=== block 1 ===
Block 1, drive-strength map:
Bar = 20 um.
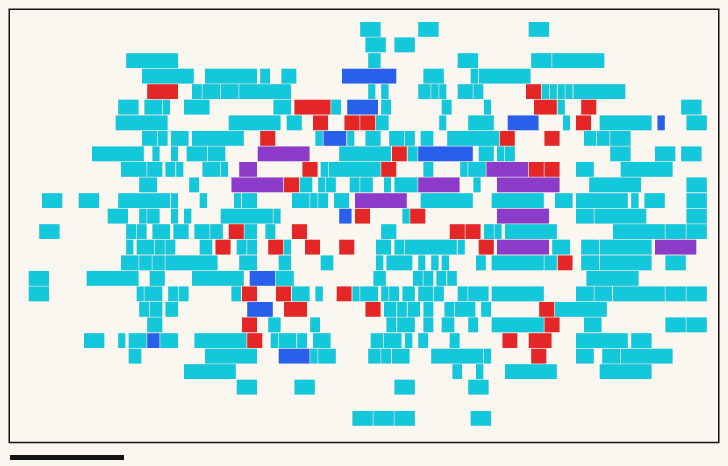

**src/rtl/disp_formatter_if.sv**
```systemverilog
// CPU-to-display-decoder bus for disp_formatter: request fields in, formatted digits and write strobe out.
interface disp_formatter_if;
    logic        req;
    logic [1:0]  mode;
    logic [15:0] value;
    logic [1:0]  frac;
    logic        ready;
    logic [7:0]  bin;
    logic        sgn;
    logic [1:0]  dot;
    logic [1:0]  msg;
    logic        wr_enable;
    logic        led0_sel;

    modport master (
        output req, mode, value, frac,
        input  ready, bin, sgn, dot, msg, wr_enable, led0_sel
    );

    modport slave (
        input  req, mode, value, frac,
        output ready, bin, sgn, dot, msg, wr_enable, led0_sel
    );
endinterface

```
**src/rtl/disp_formatter.sv**
```systemverilog
// Formats a signed, decimal-scaled 16-bit value into an 8-bit magnitude, sign and decimal-point
// position, dividing by 10 (dropping fractional digits) until it fits or no fraction is left.
module disp_formatter (
    input  logic              clk,
    input  logic              rst,
    disp_formatter_if.slave   bus
);

    typedef enum logic [2:0] {
        S_IDLE,
        S_ABS,
        S_CHECK,
        S_DIV,
        S_EMIT
    } state_e;

    localparam logic [1:0] MSG_NUM = 2'b00;
    localparam logic [1:0] MSG_ERR = 2'b11;

    state_e      state_q;
    logic [1:0]  mode_q;
    logic [1:0]  frac_q;
    logic [15:0] mag_q;
    logic        sgn_int_q;
    logic [3:0]  rem_q;
    logic [3:0]  cnt_q;

    logic        ready_q;
    logic [7:0]  bin_q;
    logic        sgn_q;
    logic [1:0]  dot_q;
    logic [1:0]  msg_q;
    logic        wr_q;

    // One restoring-division step by 10: shift the next dividend bit into the partial remainder.
    logic [4:0]  trial_d;
    logic        fits_d;
    logic [3:0]  rem_d;
    logic        is_num_d;
    logic        need_div_d;
    logic        fits_byte_d;

    always_comb begin
        trial_d     = {rem_q, mag_q[15]};
        fits_d      = (trial_d >= 5'd10);
        rem_d       = fits_d ? (trial_d[3:0] - 4'd10) : trial_d[3:0];
        fits_byte_d = (mag_q <= 16'd255);
        is_num_d    = (mode_q == MSG_NUM) && (frac_q != 2'd3);
        need_div_d  = is_num_d && !fits_byte_d && (frac_q != 2'd0);
    end

    // NOTE: every register, internal state included, is cleared asynchronously so an aborted
    // request can never leak partial results or a late write strobe after reset.
    always_ff @(posedge clk or posedge rst) begin
        if (rst) begin
            state_q   <= S_IDLE;
            mode_q    <= 2'b00;
            frac_q    <= 2'd0;
            mag_q     <= 16'd0;
            sgn_int_q <= 1'b0;
            rem_q     <= 4'd0;
            cnt_q     <= 4'd0;
            ready_q   <= 1'b1;
            bin_q     <= 8'd0;
            sgn_q     <= 1'b0;
            dot_q     <= 2'd0;
            msg_q     <= MSG_NUM;
            wr_q      <= 1'b0;
        end else begin
            // NOTE: non-blocking assignments throughout, so every branch reads pre-edge state.
            wr_q <= 1'b0;
            case (state_q)
                S_IDLE: begin
                    if (bus.req) begin
                        mode_q  <= bus.mode;
                        frac_q  <= bus.frac;
                        mag_q   <= bus.value;
                        ready_q <= 1'b0;
                        state_q <= S_ABS;
                    end
                end
                S_ABS: begin
                    // -32768 negates to itself, which is exactly 32768 read as unsigned.
                    mag_q     <= mag_q[15] ? (~mag_q + 16'd1) : mag_q;
                    sgn_int_q <= mag_q[15];
                    state_q   <= S_CHECK;
                end
                S_CHECK: begin
                    if (need_div_d) begin
                        rem_q   <= 4'd0;
                        cnt_q   <= 4'd0;
                        state_q <= S_DIV;
                    end else begin
                        wr_q    <= 1'b1;
                        state_q <= S_EMIT;
                        if (is_num_d && fits_byte_d) begin
                            msg_q <= MSG_NUM;
                            bin_q <= mag_q[7:0];
                            sgn_q <= sgn_int_q;
                            dot_q <= frac_q;
                        end else begin
                            msg_q <= (mode_q != MSG_NUM) ? mode_q : MSG_ERR;
                            bin_q <= 8'd0;
                            sgn_q <= 1'b0;
                            dot_q <= 2'd0;
                        end
                    end
                end
                S_DIV: begin
                    // Dividend shifts out of the top while quotient bits fill in from the bottom.
                    mag_q <= {mag_q[14:0], fits_d};
                    rem_q <= rem_d;
                    cnt_q <= cnt_q + 4'd1;
                    if (cnt_q == 4'd15) begin
                        frac_q  <= frac_q - 2'd1;
                        state_q <= S_CHECK;
                    end
                end
                S_EMIT: begin
                    ready_q <= 1'b1;
                    state_q <= S_IDLE;
                end
                default: begin
                    ready_q <= 1'b1;
                    state_q <= S_IDLE;
                end
            endcase
        end
    end

    assign bus.ready     = ready_q;
    assign bus.bin       = bin_q;
    assign bus.sgn       = sgn_q;
    assign bus.dot       = dot_q;
    assign bus.msg       = msg_q;
    assign bus.wr_enable = wr_q;
    assign bus.led0_sel  = wr_q;

endmodule
```
**src/flat_wrapper.sv**
```systemverilog
// flat-port wrapper written by rule: the top's interface ports become plain ports
module disp_formatter_flat 
  (clk, rst, bus_req, bus_mode, bus_value, bus_frac, bus_ready, bus_bin, bus_sgn, bus_dot, bus_msg, bus_wr_enable, bus_led0_sel);
  disp_formatter_if bus_i ();
  input  logic clk;
  input  logic rst;
  input wire logic [$bits(bus_i.req)-1:0] bus_req;
  input wire logic [$bits(bus_i.mode)-1:0] bus_mode;
  input wire logic [$bits(bus_i.value)-1:0] bus_value;
  input wire logic [$bits(bus_i.frac)-1:0] bus_frac;
  output wire logic [$bits(bus_i.ready)-1:0] bus_ready;
  output wire logic [$bits(bus_i.bin)-1:0] bus_bin;
  output wire logic [$bits(bus_i.sgn)-1:0] bus_sgn;
  output wire logic [$bits(bus_i.dot)-1:0] bus_dot;
  output wire logic [$bits(bus_i.msg)-1:0] bus_msg;
  output wire logic [$bits(bus_i.wr_enable)-1:0] bus_wr_enable;
  output wire logic [$bits(bus_i.led0_sel)-1:0] bus_led0_sel;
  assign bus_i.req = bus_req;
  assign bus_i.mode = bus_mode;
  assign bus_i.value = bus_value;
  assign bus_i.frac = bus_frac;
  assign bus_ready = bus_i.ready;
  assign bus_bin = bus_i.bin;
  assign bus_sgn = bus_i.sgn;
  assign bus_dot = bus_i.dot;
  assign bus_msg = bus_i.msg;
  assign bus_wr_enable = bus_i.wr_enable;
  assign bus_led0_sel = bus_i.led0_sel;
  disp_formatter u_core (.clk(clk), .rst(rst), .bus(bus_i));
endmodule
```
**config.mk**
```make
export PLATFORM = sky130hd
export DESIGN_NAME = disp_formatter_flat
export DESIGN_NICKNAME = d
export VERILOG_FILES = /design/src/rtl/disp_formatter_if.sv /design/src/rtl/disp_formatter.sv /design/src/flat_wrapper.sv
export SDC_FILE = /design/constraint.sdc
export NUM_CORES = 1
export LEC_CHECK = 0
export CORE_ASPECT_RATIO = 0.6
export CORE_MARGIN = 1.5
export CORE_UTILIZATION = 30
export CTS_CLUSTER_DIAMETER = 30
export DETAILED_ROUTE_END_ITERATION = 10
export SYNTH_ARGS = -nofsm -noshare
export SYNTH_HDL_FRONTEND = slang
export SYNTH_SLANG_ARGS = --single-unit
```
**constraint.sdc**
```tcl
create_clock -name clk -period 2.05 [get_ports clk]
set_clock_uncertainty 0.1 [all_clocks]
set_input_delay 0.3075 -clock clk [delete_from_list [all_inputs] [get_ports clk]]
set_output_delay 0.3075 -clock clk [all_outputs]
set_load 0.02 [all_outputs]
```
=== block 2 ===
[src/rtl/mem_arb_pkg.sv]
// mem_arb_pkg: shared types and defaults for the memory arbiter slice.
// Optional feature macro used by this slice: MEM_ARB_ROUND_ROBIN_EN.
package mem_arb_pkg;

   localparam int DEF_WORDS_PER_BLOCK = 8;
   localparam int DEF_ADDR_W          = 16;

   typedef enum logic [1:0] {
      IDLE  = 2'd0,
      FILL  = 2'd1,
      DONE  = 2'd2,
      WRITE = 2'd3
   } state_t;

   typedef enum logic [1:0] {
      SRC_I = 2'd0,
      SRC_D = 2'd1,
      SRC_W = 2'd2
   } src_t;

endpackage

[src/rtl/mem_arb_pick.sv]
// mem_arb_pick: combinational grant selection among store, D fill and I fill.
// Stores always win. With MEM_ARB_ROUND_ROBIN_EN defined, two competing
// fills alternate based on the last granted fill; otherwise D beats I.
module mem_arb_pick
   import mem_arb_pkg::*;
(
   input  logic i_req,
   input  logic d_req,
   input  logic w_req,
   input  src_t last_fill,
   output logic valid,
   output src_t src
);

   // Choose one requester; source is only meaningful when valid is high
   always_comb begin
      valid = i_req | d_req | w_req;
      src   = SRC_I;
      if (w_req) begin
         src = SRC_W;
      end else if (d_req && i_req) begin
`ifdef MEM_ARB_ROUND_ROBIN_EN
         src = (last_fill == SRC_D) ? SRC_I : SRC_D;
`else
         src = SRC_D;
`endif
      end else if (d_req) begin
         src = SRC_D;
      end else begin
         src = SRC_I;
      end
   end

`ifndef MEM_ARB_ROUND_ROBIN_EN
   logic unused_last_fill;
   assign unused_last_fill = ^last_fill;
`endif

endmodule

[src/rtl/mem_arbiter.sv]
// mem_arbiter: shares one pipelined memory port between I-cache fills,
// D-cache fills and D-cache write-through stores, one grant at a time.
// Optional feature macro: MEM_ARB_ROUND_ROBIN_EN (alternating fill priority).
module mem_arbiter
   import mem_arb_pkg::*;
#(
   parameter int WORDS_PER_BLOCK = DEF_WORDS_PER_BLOCK,
   parameter int ADDR_W          = DEF_ADDR_W
) (
   input  logic                               clk,
   input  logic                               rst_n,
   input  logic                               i_miss_req,
   input  logic [ADDR_W-1:0]                  i_miss_addr,
   input  logic                               d_miss_req,
   input  logic [ADDR_W-1:0]                  d_miss_addr,
   input  logic                               d_wr_req,
   input  logic [ADDR_W-1:0]                  d_wr_addr,
   input  logic [15:0]                        d_wr_data,
   output logic                               mem_en,
   output logic                               mem_wr,
   output logic [ADDR_W-1:0]                  mem_addr,
   output logic [15:0]                        mem_wdata,
   input  logic [15:0]                        mem_rdata,
   input  logic                               mem_rvalid,
   output logic [15:0]                        fill_data,
   output logic [$clog2(WORDS_PER_BLOCK)-1:0] fill_word,
   output logic                               i_fill_we,
   output logic                               d_fill_we,
   output logic                               i_fill_done,
   output logic                               d_fill_done,
   output logic                               d_wr_ack,
   output logic                               busy
);

   localparam int WW = $clog2(WORDS_PER_BLOCK);
   localparam int CW = WW + 1;
   localparam logic [CW-1:0]     NUM_WORDS = CW'(WORDS_PER_BLOCK);
   localparam logic [CW-1:0]     LAST_WORD = CW'(WORDS_PER_BLOCK - 1);
   localparam logic [ADDR_W-1:0] OFF_MASK  = ADDR_W'(2 * WORDS_PER_BLOCK - 1);

   state_t            state, next_state;
   src_t              grant, last_fill, pick_src;
   logic              pick_valid;
   logic [ADDR_W-1:0] addr_q;
   logic [15:0]       wdata_q;
   logic [CW-1:0]     issue_cnt, ret_cnt;
   logic              issuing, ret_accept;

   mem_arb_pick u_pick (
      .i_req     (i_miss_req),
      .d_req     (d_miss_req),
      .w_req     (d_wr_req),
      .last_fill (last_fill),
      .valid     (pick_valid),
      .src       (pick_src)
   );

   assign issuing    = (state == FILL) && (issue_cnt < NUM_WORDS);
   assign ret_accept = (state == FILL) && mem_rvalid && (ret_cnt < NUM_WORDS);

   // State register; reset abandons any fill in progress
   always_ff @(posedge clk or negedge rst_n) begin
      if (!rst_n) begin
         state <= IDLE;
      end else begin
         state <= next_state;
      end
   end

   // Grant latch, address/data capture and the issue/return counters
   always_ff @(posedge clk or negedge rst_n) begin
      if (!rst_n) begin
         grant     <= SRC_I;
         last_fill <= SRC_I;
         addr_q    <= '0;
         wdata_q   <= '0;
         issue_cnt <= '0;
         ret_cnt   <= '0;
      end else begin
         case (state)
            IDLE: begin
               issue_cnt <= '0;
               ret_cnt   <= '0;
               if (pick_valid) begin
                  grant <= pick_src;
                  if (pick_src == SRC_W) begin
                     addr_q  <= d_wr_addr;
                     wdata_q <= d_wr_data;
                  end else begin
                     addr_q    <= ((pick_src == SRC_D) ? d_miss_addr : i_miss_addr) & ~OFF_MASK;
                     last_fill <= pick_src;
                  end
               end
            end
            FILL: begin
               if (issuing) begin
                  issue_cnt <= issue_cnt + 1'b1;
               end
               if (ret_accept) begin
                  ret_cnt <= ret_cnt + 1'b1;
               end
            end
            default: begin
            end
         endcase
      end
   end

   // Next-state and all combinational outputs; everything idles at zero
   always_comb begin
      next_state  = state;
      mem_en      = 1'b0;
      mem_wr      = 1'b0;
      mem_addr    = '0;
      mem_wdata   = '0;
      fill_data   = '0;
      fill_word   = '0;
      i_fill_we   = 1'b0;
      d_fill_we   = 1'b0;
      i_fill_done = 1'b0;
      d_fill_done = 1'b0;
      d_wr_ack    = 1'b0;
      case (state)
         IDLE: begin
            if (pick_valid) begin
               next_state = (pick_src == SRC_W) ? WRITE : FILL;
            end
         end
         FILL: begin
            if (issuing) begin
               mem_en   = 1'b1;
               mem_addr = addr_q + ADDR_W'({issue_cnt, 1'b0});
            end
            if (ret_accept) begin
               fill_data = mem_rdata;
               fill_word = ret_cnt[WW-1:0];
               i_fill_we = (grant == SRC_I);
               d_fill_we = (grant == SRC_D);
               if (ret_cnt == LAST_WORD) begin
                  next_state = DONE;
               end
            end
         end
         DONE: begin
            i_fill_done = (grant == SRC_I);
            d_fill_done = (grant == SRC_D);
            next_state  = IDLE;
         end
         WRITE: begin
            mem_en     = 1'b1;
            mem_wr     = 1'b1;
            mem_addr   = addr_q;
            mem_wdata  = wdata_q;
            d_wr_ack   = 1'b1;
            next_state = IDLE;
         end
         default: begin
            next_state = IDLE;
         end
      endcase
   end

   assign busy = (state != IDLE);

endmodule

[config.mk]
export PLATFORM = sky130hd
export DESIGN_NAME = mem_arbiter
export DESIGN_NICKNAME = d
export VERILOG_FILES = /design/src/rtl/mem_arb_pkg.sv /design/src/rtl/mem_arb_pick.sv /design/src/rtl/mem_arbiter.sv
export SDC_FILE = /design/constraint.sdc
export NUM_CORES = 1
export LEC_CHECK = 0
export CORE_MARGIN = 2
export CORE_UTILIZATION = 37
export CTS_CLUSTER_DIAMETER = 80
export CTS_CLUSTER_SIZE = 20
export DETAILED_ROUTE_END_ITERATION = 16
export MAX_ROUTING_LAYER = met4
export PLACE_DENSITY = 0.83
export SYNTH_ARGS = -nofsm -noshare
export SYNTH_HDL_FRONTEND = slang
export SYNTH_SLANG_ARGS = --single-unit
[constraint.sdc]
create_clock -name clk -period 2.34 [get_ports clk]
set_input_delay 0.468 -clock clk [delete_from_list [all_inputs] [get_ports clk]]
set_output_delay 0.468 -clock clk [all_outputs]
set_load 0.02 [all_outputs]
=== block 3 ===
$ cat config.mk
export PLATFORM = sky130hd
export DESIGN_NAME = sim_uart_line_buffer
export DESIGN_NICKNAME = d
export VERILOG_FILES = /design/src/rtl/sim_uart_line_buffer.sv
export SDC_FILE = /design/constraint.sdc
export NUM_CORES = 1
export LEC_CHECK = 0
export CORE_MARGIN = 10
export CORE_UTILIZATION = 34
export CTS_CLUSTER_SIZE = 40
export DETAILED_ROUTE_END_ITERATION = 12
export GPL_ROUTABILITY_DRIVEN = 0
export PLACE_DENSITY_LB_ADDON = 0.3
export SYNTH_ARGS = -nofsm -noshare
export SYNTH_HDL_FRONTEND = slang
export SYNTH_SLANG_ARGS = --single-unit
$ cat constraint.sdc
create_clock -name clock -period 3.05 [get_ports clock]
set_input_delay 0.4575 -clock clock [delete_from_list [all_inputs] [get_ports clock]]
set_output_delay 0.4575 -clock clock [all_outputs]
set_load 0.005 [all_outputs]
$ cat src/rtl/sim_uart_line_buffer.sv
// Console line buffer behind the SimTop UART pair.
// Bytes are held in a FIFO and released to the printer in whole committed segments.
module sim_uart_line_buffer #(
    parameter  int DEPTH       = 64,
    parameter  int IDLE_CYCLES = 1000,
    localparam int LVL_W       = $clog2(DEPTH) + 1
) (
    input  logic             clock,
    input  logic             reset,
    input  logic             in_valid,
    input  logic [7:0]       in_ch,
    input  logic             flush_req,
    output logic             out_valid,
    input  logic             out_ready,
    output logic [7:0]       out_ch,
    output logic             out_last,
    output logic [LVL_W-1:0] level,
    output logic [31:0]      drop_count
);

    localparam int PTR_W  = $clog2(DEPTH);
    localparam int IDLE_W = $clog2(IDLE_CYCLES + 1);

    localparam logic [LVL_W-1:0]  LVL_FULL = LVL_W'(DEPTH);
    localparam logic [LVL_W-1:0]  LVL_ONE  = LVL_W'(1);
    localparam logic [IDLE_W-1:0] IDLE_MAX = IDLE_W'(IDLE_CYCLES);
    localparam logic [IDLE_W-1:0] IDLE_ONE = IDLE_W'(1);

    logic [7:0] mem_q [DEPTH];

    logic [PTR_W-1:0]  wr_ptr_q, wr_ptr_d;
    logic [PTR_W-1:0]  rd_ptr_q, rd_ptr_d;
    logic [LVL_W-1:0]  level_q, level_d;
    logic [LVL_W-1:0]  pending_q, pending_d;
    logic [IDLE_W-1:0] idle_q, idle_d;
    logic [31:0]       drop_q, drop_d;

    logic accept;
    logic pop;
    logic commit;
    logic has_partial;

    assign out_valid  = (pending_q != '0);
    assign out_ch     = mem_q[rd_ptr_q];
    assign out_last   = out_valid && (pending_q == LVL_ONE);
    assign level      = level_q;
    assign drop_count = drop_q;

    // Full check uses the registered level so a same-cycle pop never frees a slot.
    assign accept      = in_valid && (level_q < LVL_FULL);
    assign pop         = out_valid && out_ready;
    assign has_partial = (level_q > pending_q);

    always_comb begin
        level_d = level_q;
        if (accept && !pop) begin
            level_d = level_q + LVL_ONE;
        end else if (!accept && pop) begin
            level_d = level_q - LVL_ONE;
        end
    end

    always_comb begin
        commit = 1'b0;
        if (accept && (in_ch == 8'h0A)) begin
            commit = 1'b1;
        end
        if (accept && (level_d == LVL_FULL)) begin
            commit = 1'b1;
        end
        if ((idle_q == IDLE_MAX) && has_partial) begin
            commit = 1'b1;
        end
        if (flush_req) begin
            commit = 1'b1;
        end
    end

    always_comb begin
        wr_ptr_d  = wr_ptr_q;
        rd_ptr_d  = rd_ptr_q;
        pending_d = pending_q;
        idle_d    = idle_q;
        drop_d    = drop_q;
        if (accept) begin
            wr_ptr_d = wr_ptr_q + PTR_W'(1);
        end
        if (pop) begin
            rd_ptr_d  = rd_ptr_q + PTR_W'(1);
            pending_d = pending_q - LVL_ONE;
        end
        if (commit) begin
            pending_d = level_d;
        end
        if (in_valid && !accept && (drop_q != 32'hFFFF_FFFF)) begin
            drop_d = drop_q + 32'd1;
        end
        if (accept || commit || !has_partial) begin
            idle_d = '0;
        end else if (idle_q != IDLE_MAX) begin
            idle_d = idle_q + IDLE_ONE;
        end
    end

    always_ff @(posedge clock) begin
        if (!reset) begin
            wr_ptr_q  <= '0;
            rd_ptr_q  <= '0;
            level_q   <= '0;
            pending_q <= '0;
            idle_q    <= '0;
            drop_q    <= '0;
        end else begin
            wr_ptr_q  <= wr_ptr_d;
            rd_ptr_q  <= rd_ptr_d;
            level_q   <= level_d;
            pending_q <= pending_d;
            idle_q    <= idle_d;
            drop_q    <= drop_d;
        end
    end

    // Storage is data only; pointers alone define what is valid.
    always_ff @(posedge clock) begin
        if (accept) begin
            mem_q[wr_ptr_q] <= in_ch;
        end
    end

endmodule

=== block 4 ===
`src/rtl/date_advance_ctrl_if.sv`:
```
// Query/result handshake bundle for the date-advance controller.
// master drives queries and accepts results; slave is the controller.
interface date_advance_ctrl_if #(
    parameter int YEAR_W = 7,
    parameter int STEP_W = 3
);
    logic              q_valid;
    logic              q_ready;
    logic [STEP_W-1:0] q_days;
    logic              r_valid;
    logic              r_ready;
    logic [4:0]        r_day;
    logic [3:0]        r_mon;
    logic [YEAR_W-1:0] r_yr;
    logic              r_err;

    modport master (
        output q_valid, q_days, r_ready,
        input  q_ready, r_valid, r_day, r_mon, r_yr, r_err
    );

    modport slave (
        input  q_valid, q_days, r_ready,
        output q_ready, r_valid, r_day, r_mon, r_yr, r_err
    );
endinterface

```
`src/rtl/date_advance_ctrl.sv`:
```
// Current-date register with tick/load plus a "date + N days" query FSM.
// Define DATE_LEAP_EN to give February 29 days when yr[1:0]==0.
module date_advance_ctrl #(
    parameter int YEAR_W = 7,
    parameter int STEP_W = 3
) (
    input  logic              clk,
    input  logic              rst_n,
    input  logic              load,
    input  logic [4:0]        load_day,
    input  logic [3:0]        load_mon,
    input  logic [YEAR_W-1:0] load_yr,
    input  logic              tick,
    output logic [4:0]        cur_day,
    output logic [3:0]        cur_mon,
    output logic [YEAR_W-1:0] cur_yr,
    output logic              err,
    date_advance_ctrl_if.slave qif
);

`ifdef DATE_LEAP_EN
    localparam bit LEAP_EN = 1'b1;
`else
    localparam bit LEAP_EN = 1'b0;
`endif

    typedef struct packed {
        logic [4:0]        d;
        logic [3:0]        m;
        logic [YEAR_W-1:0] y;
    } date_t;

    typedef struct packed {
        logic  wrap;
        date_t dt;
    } step_t;

    typedef enum logic [2:0] {
        S_IDLE = 3'b001,
        S_STEP = 3'b010,
        S_DONE = 3'b100
    } state_t;

    localparam date_t DATE_RST = '{d: 5'd1, m: 4'd1, y: '0};
    localparam logic [YEAR_W-1:0] YR_ONE = {{(YEAR_W-1){1'b0}}, 1'b1};
    localparam logic [STEP_W-1:0] CNT_ONE = {{(STEP_W-1){1'b0}}, 1'b1};

    function automatic logic [4:0] mlen(
        input logic [3:0]        m,
        input logic [YEAR_W-1:0] y
    );
        case (m)
            4'd2:    mlen = (LEAP_EN && y[1:0] == 2'd0) ? 5'd29 : 5'd28;
            4'd4,
            4'd6,
            4'd9,
            4'd11:   mlen = 5'd30;
            default: mlen = 5'd31;
        endcase
    endfunction

    function automatic step_t inc(input date_t a);
        inc.dt   = a;
        inc.wrap = 1'b0;
        if (a.d < mlen(a.m, a.y)) begin
            inc.dt.d = a.d + 5'd1;
        end else begin
            inc.dt.d = 5'd1;
            if (a.m == 4'd12) begin
                inc.dt.m = 4'd1;
                inc.dt.y = a.y + YR_ONE;
                inc.wrap = (a.y == '1);
            end else begin
                inc.dt.m = a.m + 4'd1;
            end
        end
    endfunction

    date_t             cur;
    date_t             work;
    logic [STEP_W-1:0] cnt;
    logic              rerr;
    state_t            state;
    state_t            state_nxt;
    step_t             cur_inc;
    step_t             work_inc;
    logic              ld_ok;
    logic              accept;

    always_comb begin
        cur_inc  = inc(cur);
        work_inc = inc(work);
        ld_ok    = (load_mon >= 4'd1) && (load_mon <= 4'd12) &&
                   (load_day != 5'd0) &&
                   (load_day <= mlen(load_mon, load_yr));
        accept   = qif.q_valid && (state == S_IDLE);
    end

    // Load wins over tick; err is sticky until a valid load.
    always_ff @(posedge clk or negedge rst_n) begin
        if (!rst_n) begin
            cur <= DATE_RST;
            err <= 1'b0;
        end else if (load) begin
            if (ld_ok) begin
                cur <= '{d: load_day, m: load_mon, y: load_yr};
                err <= 1'b0;
            end else begin
                err <= 1'b1;
            end
        end else if (tick) begin
            cur <= cur_inc.dt;
            if (cur_inc.wrap)
                err <= 1'b1;
        end
    end

    always_ff @(posedge clk or negedge rst_n) begin
        if (!rst_n)
            state <= S_IDLE;
        else
            state <= state_nxt;
    end

    always_comb begin
        state_nxt = state;
        unique case (state)
            S_IDLE: if (qif.q_valid)
                        state_nxt = (qif.q_days == '0) ? S_DONE : S_STEP;
            S_STEP: if (cnt == CNT_ONE)
                        state_nxt = S_DONE;
            S_DONE: if (qif.r_ready)
                        state_nxt = S_IDLE;
            default: state_nxt = S_IDLE;
        endcase
    end

    always_comb begin
        qif.q_ready = (state == S_IDLE);
        qif.r_valid = (state == S_DONE);
    end

    // Work register snapshots cur before any same-cycle tick/load.
    always_ff @(posedge clk or negedge rst_n) begin
        if (!rst_n) begin
            work <= DATE_RST;
            cnt  <= '0;
            rerr <= 1'b0;
        end else if (accept) begin
            work <= cur;
            cnt  <= qif.q_days;
            rerr <= 1'b0;
        end else if (state == S_STEP) begin
            work <= work_inc.dt;
            cnt  <= cnt - CNT_ONE;
            rerr <= rerr | work_inc.wrap;
        end
    end

    assign cur_day   = cur.d;
    assign cur_mon   = cur.m;
    assign cur_yr    = cur.y;
    assign qif.r_day = work.d;
    assign qif.r_mon = work.m;
    assign qif.r_yr  = work.y;
    assign qif.r_err = rerr;

endmodule

```
`src/flat_wrapper.sv`:
```
// flat-port wrapper written by rule: the top's interface ports become plain ports
module date_advance_ctrl_flat 
#(
    parameter int YEAR_W = 7,
    parameter int STEP_W = 3
)
  (clk, rst_n, load, load_day, load_mon, load_yr, tick, cur_day, cur_mon, cur_yr, err, qif_q_valid, qif_q_days, qif_r_ready, qif_q_ready, qif_r_valid, qif_r_day, qif_r_mon, qif_r_yr, qif_r_err);
  date_advance_ctrl_if #(.YEAR_W(YEAR_W), .STEP_W(STEP_W)) qif_i ();
  input  logic clk;
  input  logic rst_n;
  input  logic load;
  input  logic [4:0] load_day;
  input  logic [3:0] load_mon;
  input  logic [YEAR_W-1:0] load_yr;
  input  logic tick;
  output logic [4:0] cur_day;
  output logic [3:0] cur_mon;
  output logic [YEAR_W-1:0] cur_yr;
  output logic err;
  input wire logic [$bits(qif_i.q_valid)-1:0] qif_q_valid;
  input wire logic [$bits(qif_i.q_days)-1:0] qif_q_days;
  input wire logic [$bits(qif_i.r_ready)-1:0] qif_r_ready;
  output wire logic [$bits(qif_i.q_ready)-1:0] qif_q_ready;
  output wire logic [$bits(qif_i.r_valid)-1:0] qif_r_valid;
  output wire logic [$bits(qif_i.r_day)-1:0] qif_r_day;
  output wire logic [$bits(qif_i.r_mon)-1:0] qif_r_mon;
  output wire logic [$bits(qif_i.r_yr)-1:0] qif_r_yr;
  output wire logic [$bits(qif_i.r_err)-1:0] qif_r_err;
  assign qif_i.q_valid = qif_q_valid;
  assign qif_i.q_days = qif_q_days;
  assign qif_i.r_ready = qif_r_ready;
  assign qif_q_ready = qif_i.q_ready;
  assign qif_r_valid = qif_i.r_valid;
  assign qif_r_day = qif_i.r_day;
  assign qif_r_mon = qif_i.r_mon;
  assign qif_r_yr = qif_i.r_yr;
  assign qif_r_err = qif_i.r_err;
  date_advance_ctrl #(.YEAR_W(YEAR_W), .STEP_W(STEP_W)) u_core (.clk(clk), .rst_n(rst_n), .load(load), .load_day(load_day), .load_mon(load_mon), .load_yr(load_yr), .tick(tick), .cur_day(cur_day), .cur_mon(cur_mon), .cur_yr(cur_yr), .err(err), .qif(qif_i));
endmodule
```
`config.mk`:
```
export PLATFORM = sky130hd
export DESIGN_NAME = date_advance_ctrl_flat
export DESIGN_NICKNAME = d
export VERILOG_FILES = /design/src/rtl/date_advance_ctrl_if.sv /design/src/rtl/date_advance_ctrl.sv /design/src/flat_wrapper.sv
export SDC_FILE = /design/constraint.sdc
export NUM_CORES = 1
export LEC_CHECK = 0
export CORE_MARGIN = 2
export CORE_UTILIZATION = 30
export CTS_CLUSTER_SIZE = 10
export DETAILED_ROUTE_END_ITERATION = 8
export PLACE_DENSITY = 0.51
export SETUP_SLACK_MARGIN = 0.2
export SYNTH_ARGS = -nofsm -noshare
export SYNTH_HDL_FRONTEND = slang
export SYNTH_SLANG_ARGS = --single-unit
```
`constraint.sdc`:
```
create_clock -name clk -period 2.9 [get_ports clk]
set_input_delay 0.58 -clock clk [delete_from_list [all_inputs] [get_ports clk]]
set_output_delay 0.58 -clock clk [all_outputs]
set_load 0.01 [all_outputs]
```
Block 1, sequential cells colored by netlist name:
Other sequential cells in the stronger gray, the rest of the logic in the fainter gray.
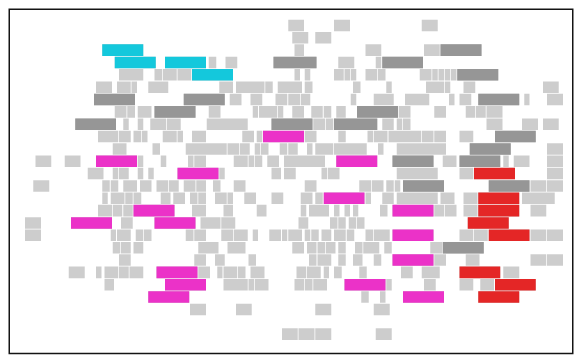
Key: cyan = `u_core.cnt_q` [placed flops 4, where north-west]; magenta = `u_core.mag_q` [placed flops 16]; red = `u_core.bus.bin` [placed flops 8]

Notes on 'drive-strength map' of block 1 above:
Key: purple = _6 and larger [cells 10, most used clkbuf_16]; red = _3 and _4 cells [cells 42, most used buf_4]; blue = _2 cells [cells 11]; cyan = _0 and _1 cells [cells 281, most used dfrtp_1]

==> impl_metrics.py, block 1 <==
# Auto-generated metrics
metrics = {
    "status": {
        "run_status": "finished, violations left",
        "violations_in_the_final_reports": "setup timing",
    },
    "global_route": {
        "grt_pass1_wl_um": 11800,
        "grtUsageTotal": 0.167,
        "busiest_layer": "met1",
    },
    "place": {
        "io_buffer_count": 38,
        "globalplace.congestion": 0.884,
    },
    "cells_and_area": {
        "final_cell_count_no_fill": 456,
    },
    "yosys": {
        "synth.cells.most_frequent": "sky130_fd_sc_hd__dfrtp_1, sky130_fd_sc_hd__nor2_1, sky130_fd_sc_hd__o21ai_0",
        "synth_nets": 305,
    },
    "pwr": {
        "total_power_mw": 5.51,
        "power.sequential.total_mw": 1.62,
        "share_clk_of_total_power": 0.170,
    },
    "final_timing": {
        "final.setup.worst_slack_ps": -30.5,
        "final-setup-viol-count": 1,
        "slew_viol_final": 0,
    },
    "flow_run": {
        "stage_log_warnings": 29,
    },
    "worst_setup_path": {
        "crit_path_start_kind": "flip-flop",
    },
    "clock_network": {
        "cts_hold_buf": 0,
    },
}
[block 1: kinds of logic (layout without fill, tap and decap cells)]
group                      count (synthesis)  count (layout)  share of synthesized area
and+or+nand+nor                          102             102                      0.213
AOI/OAI and AO/OA                         88              88                      0.249
DFF                                       47              47                      0.448
buffers and inverters                     31              98                     0.0515
adders and majority gates                  5               5                     0.0238
xor gates and xnor gates                   3               3                     0.0100
muxes                                      1               1                    0.00429
[block 1: metal layers]
metal,share of wire,wire (um)
met5,0,0
met4,0.0017,12
met3,0.086,613
met2,0.39,2780
met1,0.52,3740
[block 1: cell usage in the layout, fill, tap and decap left out, drive strengths merged, types with 11 or more instances in the layout]
master	n
nor2	22
o21ai	22
nor3	11
inv	14
a22o	16
clkdlybuf4s50	38
nand2	20
dfrtp	46
buf	39
a21oi	11
[block 1: layout make-up]
| class | instances | area [um2] | share of cell area |
|---|---|---|---|
| inverter | 13 | 48.8 | 0.0136 |
| sequential | 47 | 1180 | 0.330 |
| clock buffer | 5 | 125 | 0.0350 |
| clock inverter | 3 | 46.3 | 0.0129 |
| multi-input combinational | 199 | 1330 | 0.371 |
| tap | 112 | 140 | 0.0392 |
| timing repair buffer | 77 | 711 | 0.199 |
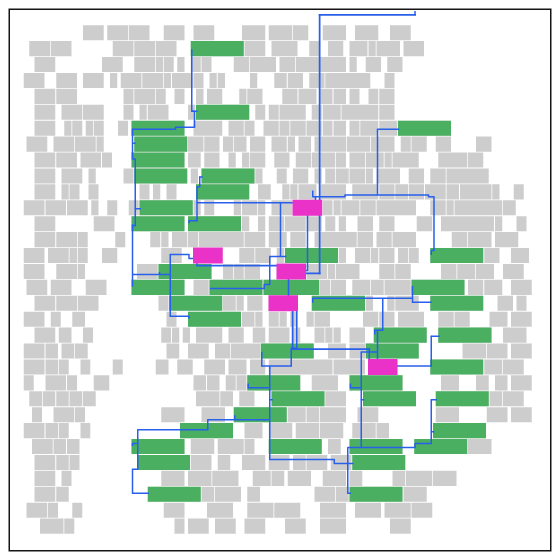
Block 2: clock distribution
Key: magenta = clock drivers [count 5]; green = flip-flops [count 44]; blue = clock wires [length 534 um]
There are 6 routed clock nets.
Clock Latency Late Sink: 290 ps
Clock Skew: 7.68 ps
part of the total power dissipated in the clock network: 0.107

==> impl_metrics.py, block 2 <==
# Auto-generated metrics
metrics = {
    "status": {
        "run_status": "finished, violations left",
        "violations_in_the_final_reports": "setup timing",
    },
    "cells_and_area": {
        "multi_input_comb_area_um2": 1790,
        "design.seq.count": 44,
    },
    "final_timing": {
        "final-setup-viol-count": 13,
        "final.setup.worst_slack_ps": -269,
    },
    "clock_network": {
        "total_of_cells_resized_after_clock_tree_synthesis": 163,
        "cts_num_sinks": 44,
    },
    "global_route": {
        "grt_pass1_vias": 3139,
    },
    "pwr": {
        "comb-power_mw": 3.78,
        "power.largest_group": "combinational cells",
    },
    "yosys": {
        "synth_top_cell_by_area": "sky130_fd_sc_hd__dfrtp_1",
        "synth_top_area_share": 0.382,
        "async_flop_share": 1.00,
        "number_of_synthesized_flops_with_an_enable_pin": 0,
    },
    "place": {
        "io_buffer_count": 136,
    },
    "worst_hold_path": {
        "min-delay-path-class": "primary input to asynchronous set/reset pin",
    },
}
-- block 2: worst max-delay path: stages (launching register included) --
cell	delay [ps]
sky130_fd_sc_hd__dfrtp_1	400
sky130_fd_sc_hd__ha_2	200
sky130_fd_sc_hd__buf_4	130
sky130_fd_sc_hd__buf_6	110
sky130_fd_sc_hd__a211oi_4	250
sky130_fd_sc_hd__o21bai_2	110
sky130_fd_sc_hd__a211o_1	280
sky130_fd_sc_hd__a31oi_2	190
sky130_fd_sc_hd__buf_4	170
-- block 2: per-layer routing --
metal / global-route usage / vias up / wire length [um]
li1: - / 1531 / -
met1: 0.270 / 1475 / 3770
met2: 0.381 / 122 / 4670
met3: 0.0378 / 12 / 497
met4: 0.0572 / 0 / 121
met5: - / - / 0
-- block 2: through the flow --
step / cell area, um2 / util / cells / power, mW
after global placement: 4660 / 0.610 / 589 / 4.71
after global routing: 4980 / 0.651 / 611 / 6.17
after detailed placement: 4660 / 0.610 / 589 / 4.82
after floorplan: 2910 / - / 322 / 3.25
after CTS: 4910 / 0.642 / 604 / 5.59
final: 4980 / 0.651 / 611 / 5.77
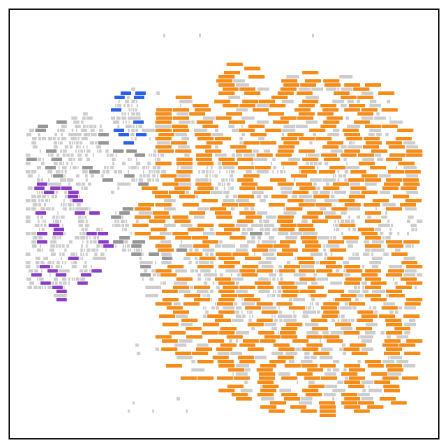
Block 3: sequential cells colored by netlist name
Other sequential cells in the stronger gray, the rest of the logic in the fainter gray.
Key: purple = `drop_count` [placed flops 32, where west]; orange = `mem_q` [placed flops 512]; blue = `idle_q` [placed flops 10, where north-west]
Another 32 sequential cells are not colored.

==> impl_metrics.py, block 3 <==
# Auto-generated metrics
metrics = {
    "route": {
        "highest_layer": "met4",
        "post_route_ant_nets": 0,
    },
    "final_timing": {
        "timing.hold.ws_ps": 106,
        "final-setup-viol-count": 8,
        "final.setup.worst_slack_ps": -457,
    },
    "cells_and_area": {
        "fraction_of_layout_instances_using_a_drive_strength_above_1": 0.302,
    },
    "status": {
        "violations_in_the_final_reports": "setup timing",
        "run_status": "finished, violations left",
    },
    "worst_setup_path": {
        "critical_path_depth": 9,
    },
    "pwr": {
        "power_density_nw_per_um2": 739,
        "p_seq_frac": 0.428,
    },
    "clock_network": {
        "cts_tree": "yes",
        "number_of_h_tree_levels": 2,
    },
    "place": {
        "placed_cell_area_um2": 26000,
    },
    "worst_hold_path": {
        "timing.hold.worst.start": "in_ch[2]",
    },
    "global_route": {
        "met3_usage": 0.0365,
    },
}
block 3: layout make-up:
cell class | count | area (um2) | share of cell area
Sequential cell | 586 | 16900 | 0.590
Multi-Input combinational cell | 659 | 6450 | 0.225
Timing Repair Buffer | 240 | 2340 | 0.0820
Clock buffer | 76 | 1550 | 0.0542
Tap cell | 873 | 1090 | 0.0382
Clock inverter | 33 | 248 | 0.00866
Inverter | 14 | 52.6 | 0.00184
block 3: power by group through the flow:
stage | Combinational (mW) | Clock [mW] | Sequential (mW)
after floorplan | 2.77 | 0 | 9.13
after global placement | 4.47 | 0 | 9.21
after detailed placement | 4.50 | 0 | 9.22
after CTS | 5.32 | 6.95 | 9.04
after global routing | 5.68 | 7.28 | 9.06
final | 5.30 | 6.78 | 9.05
block 3: registers in the layout, summed over array words and instances, names as in the netlist, named ones only:
signal,flops
pending_q,7
level,7
wr_ptr_q,6
drop_count,32
rd_ptr_q,6
idle_q,10
mem_q,512
block 3: cells by family after synthesis:
| family | count (synthesis) |
|---|---|
| buffers and inverters | 82 |
| XOR/XNOR | 51 |
| AND/OR/NAND/NOR | 308 |
| multiplexers | 133 |
| adder cells (fa/ha/maj) | 16 |
| AND-OR/OR-AND | 151 |
| flip-flops | 586 |
Block 4, clock distribution:
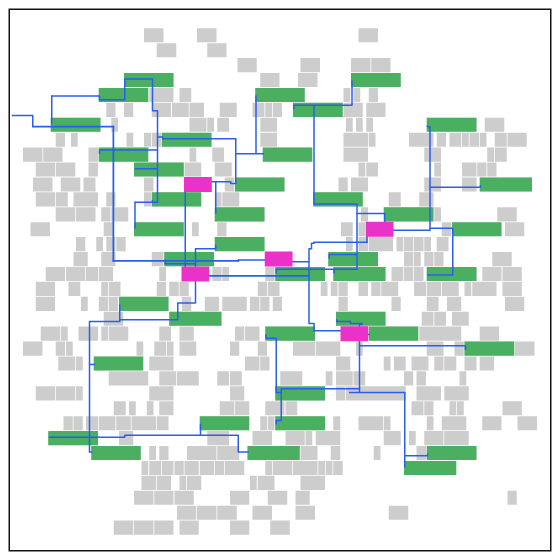
Key: blue = clock wires [length 633 um]; magenta = clock drivers [count 5]; green = flip-flops [count 40]
Position of the flops: widely spread. There are 6 routed clock nets.

Block 4, drive-strength map:
Bar = 20 um.
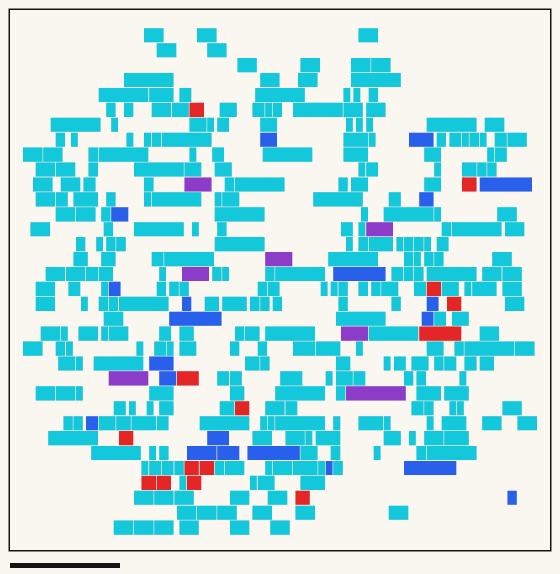
Key: cyan = _0 and _1 cells [cells 328, most used clkdlybuf4s50_1]; purple = _6 and larger [cells 7, most used clkbuf_8]; red = _3 and _4 cells [cells 14, most used buf_4]; blue = _2 cells [cells 21, most used dfstp_2]

==> impl_metrics.py, block 4 <==
# Auto-generated metrics
metrics = {
    "status": {
        "run_status": "finished, final reports clean",
    },
    "pwr": {
        "p_clk_mw": 0.466,
        "comb-power_mw": 1.43,
        "share_clk_of_total_power": 0.153,
        "power.sequential.total_mw": 1.14,
        "power.switching_fraction": 0.406,
        "worst_supply_voltage_drop_on_vdd_uv": 258,
    },
    "yosys": {
        "yosys_area_um2": 2680,
        "mappedNetlistArea_um2": 2680,
    },
    "cells_and_area": {
        "fraction_of_layout_instances_using_a_drive_strength_above_1": 0.114,
        "final_design_area_no_fill_um2": 3570,
    },
    "worst_setup_path": {
        "cp.required_ps": 3080,
        "crit_family": "simple AND/OR/NAND/NOR gates",
        "crit_path_start_kind": "primary input",
    },
    "place": {
        "post-dp-hpwl_um": 5200,
        "io_buffer_count": 60,
        "numPlacedInstances": 468,
    },
    "final_timing": {
        "hold_viol": 0,
        "fin_worst_skew_ps": 7.42,
    },
    "route": {
        "highest_layer": "met4",
        "drt_first_iter_violations": 96,
        "wl_met1_um": 3520,
    },
    "floorplan": {
        "io_pins": 61,
    },
    "global_route": {
        "busiest_layer": "met2",
        "grtUsageTotal": 0.150,
    },
    "clock_network": {
        "maximum_clock_path_buffer_count": 2,
    },
}
==> block 4: final cells by class <==
cell class | count | area (um2) | share of cell area
clock buffers | 6 | 72.6 | 0.0203
clock inverters | 2 | 35.0 | 0.00981
inverters | 15 | 56.3 | 0.0158
multi-input cells | 234 | 1560 | 0.437
flip-flops and latches | 40 | 1010 | 0.282
well taps | 108 | 135 | 0.0378
repair buffers | 73 | 706 | 0.198
==> block 4: worst paths after layout <==
check / start / endpoint / cells past startpoint
worst min register to register: u_core.qif.r_err / u_core.qif.r_err / 2
worst max-delay path: load_mon[3] / u_core.cur_mon[3] / 8
worst max register to register: u_core.cur_mon[0] / u_core.cur_mon[2] / 9
worst min-delay path: rst_n / u_core.qif.r_mon[1] / 1
min in group clk: u_core.qif.r_err / u_core.qif.r_err / 2
max in group asynchronous: rst_n / u_core.cur_day[4] / 1
==> block 4: metrics by stage <==
stage / setup TNS, ps / utilization
4_1_cts: 0 / 0.407
3_3_place_gp: 0 / 0.395
5_1_grt: 0 / 0.412
6_report: 0 / 0.412
3_5_place_dp: -117 / 0.395
2_1_floorplan: 0 / -


==> screenshots <==
Wire density map.
picture 1
Bar = 20 um. 18 x 18 tiles, from dark purple (low) to yellow (high), scaled to the fullest tile. Values are wire area over tile area, all layers added.
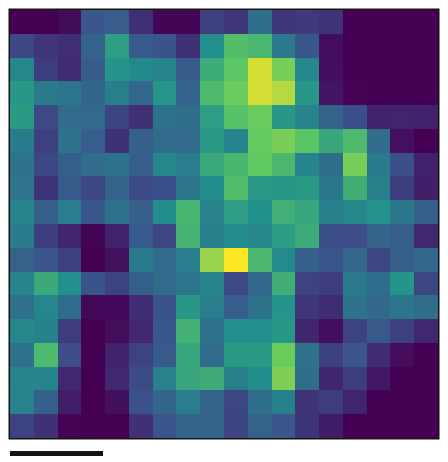
picture 2
Bar = 100 um. 28 x 28 tiles, from dark purple (low) to yellow (high), scaled to the fullest tile. Values are wire area over tile area, all layers added.
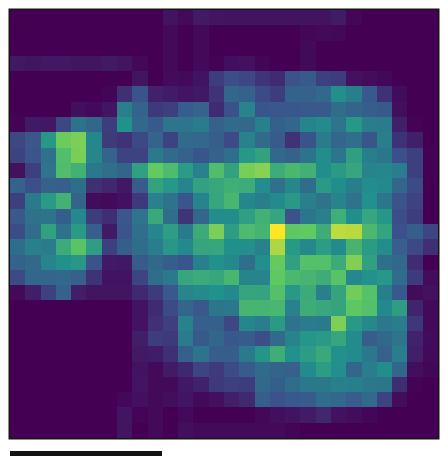
picture 3
Bar = 20 um. 20 x 20 tiles, from dark purple (low) to yellow (high), scaled to the fullest tile. Values are wire area over tile area, all layers added.
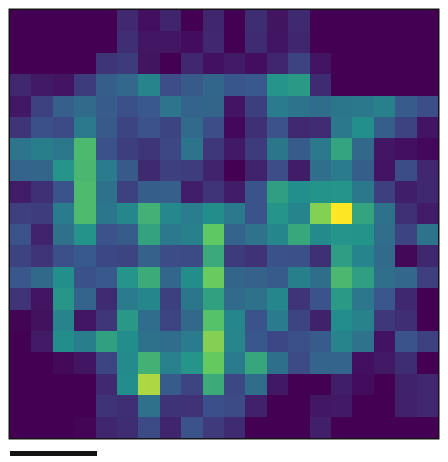
picture 4
Bar = 20 um. 25 x 15 tiles, from dark purple (low) to yellow (high), scaled to the fullest tile. Values are wire area over tile area, all layers added.
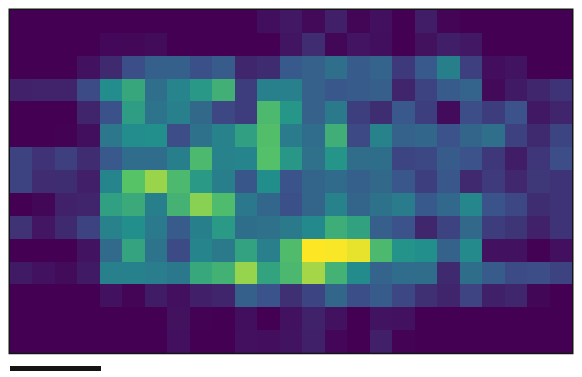
- block 3 = picture 2
- block 4 = picture 3
- block 1 = picture 4
- block 2 = picture 1

Key to picture 1:
19% of the tiles are over half the peak. 13% of the tiles are nearly empty. The fullest tile reaches 0.53.


## Gallery

Cell placement.
image #1
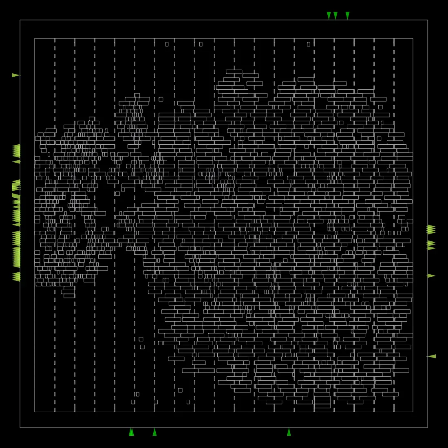
image #2
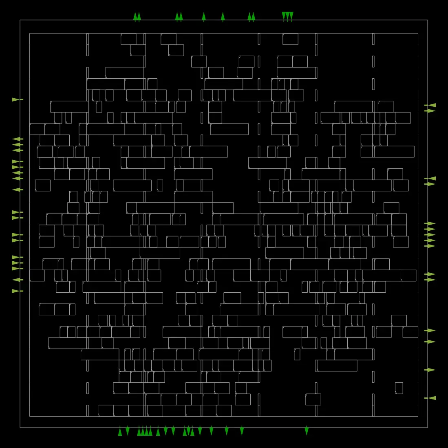
image #3
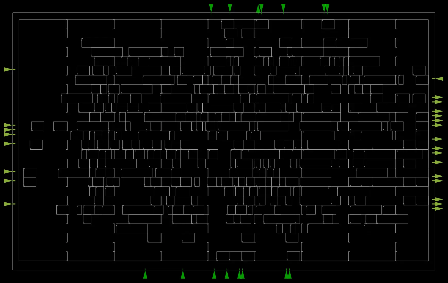
image #4
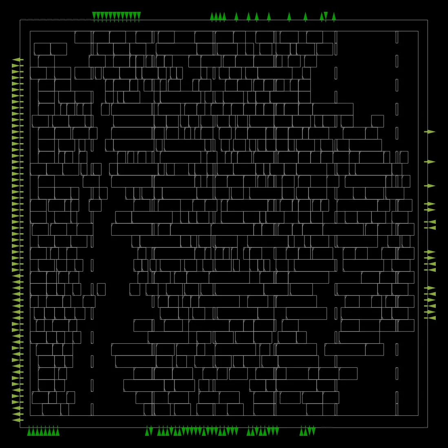
Of these, most cells: image #1
block 4: image #2
block 3: image #1
block 2: image #4
block 1: image #3

Power and IR drop assume default switching activity.
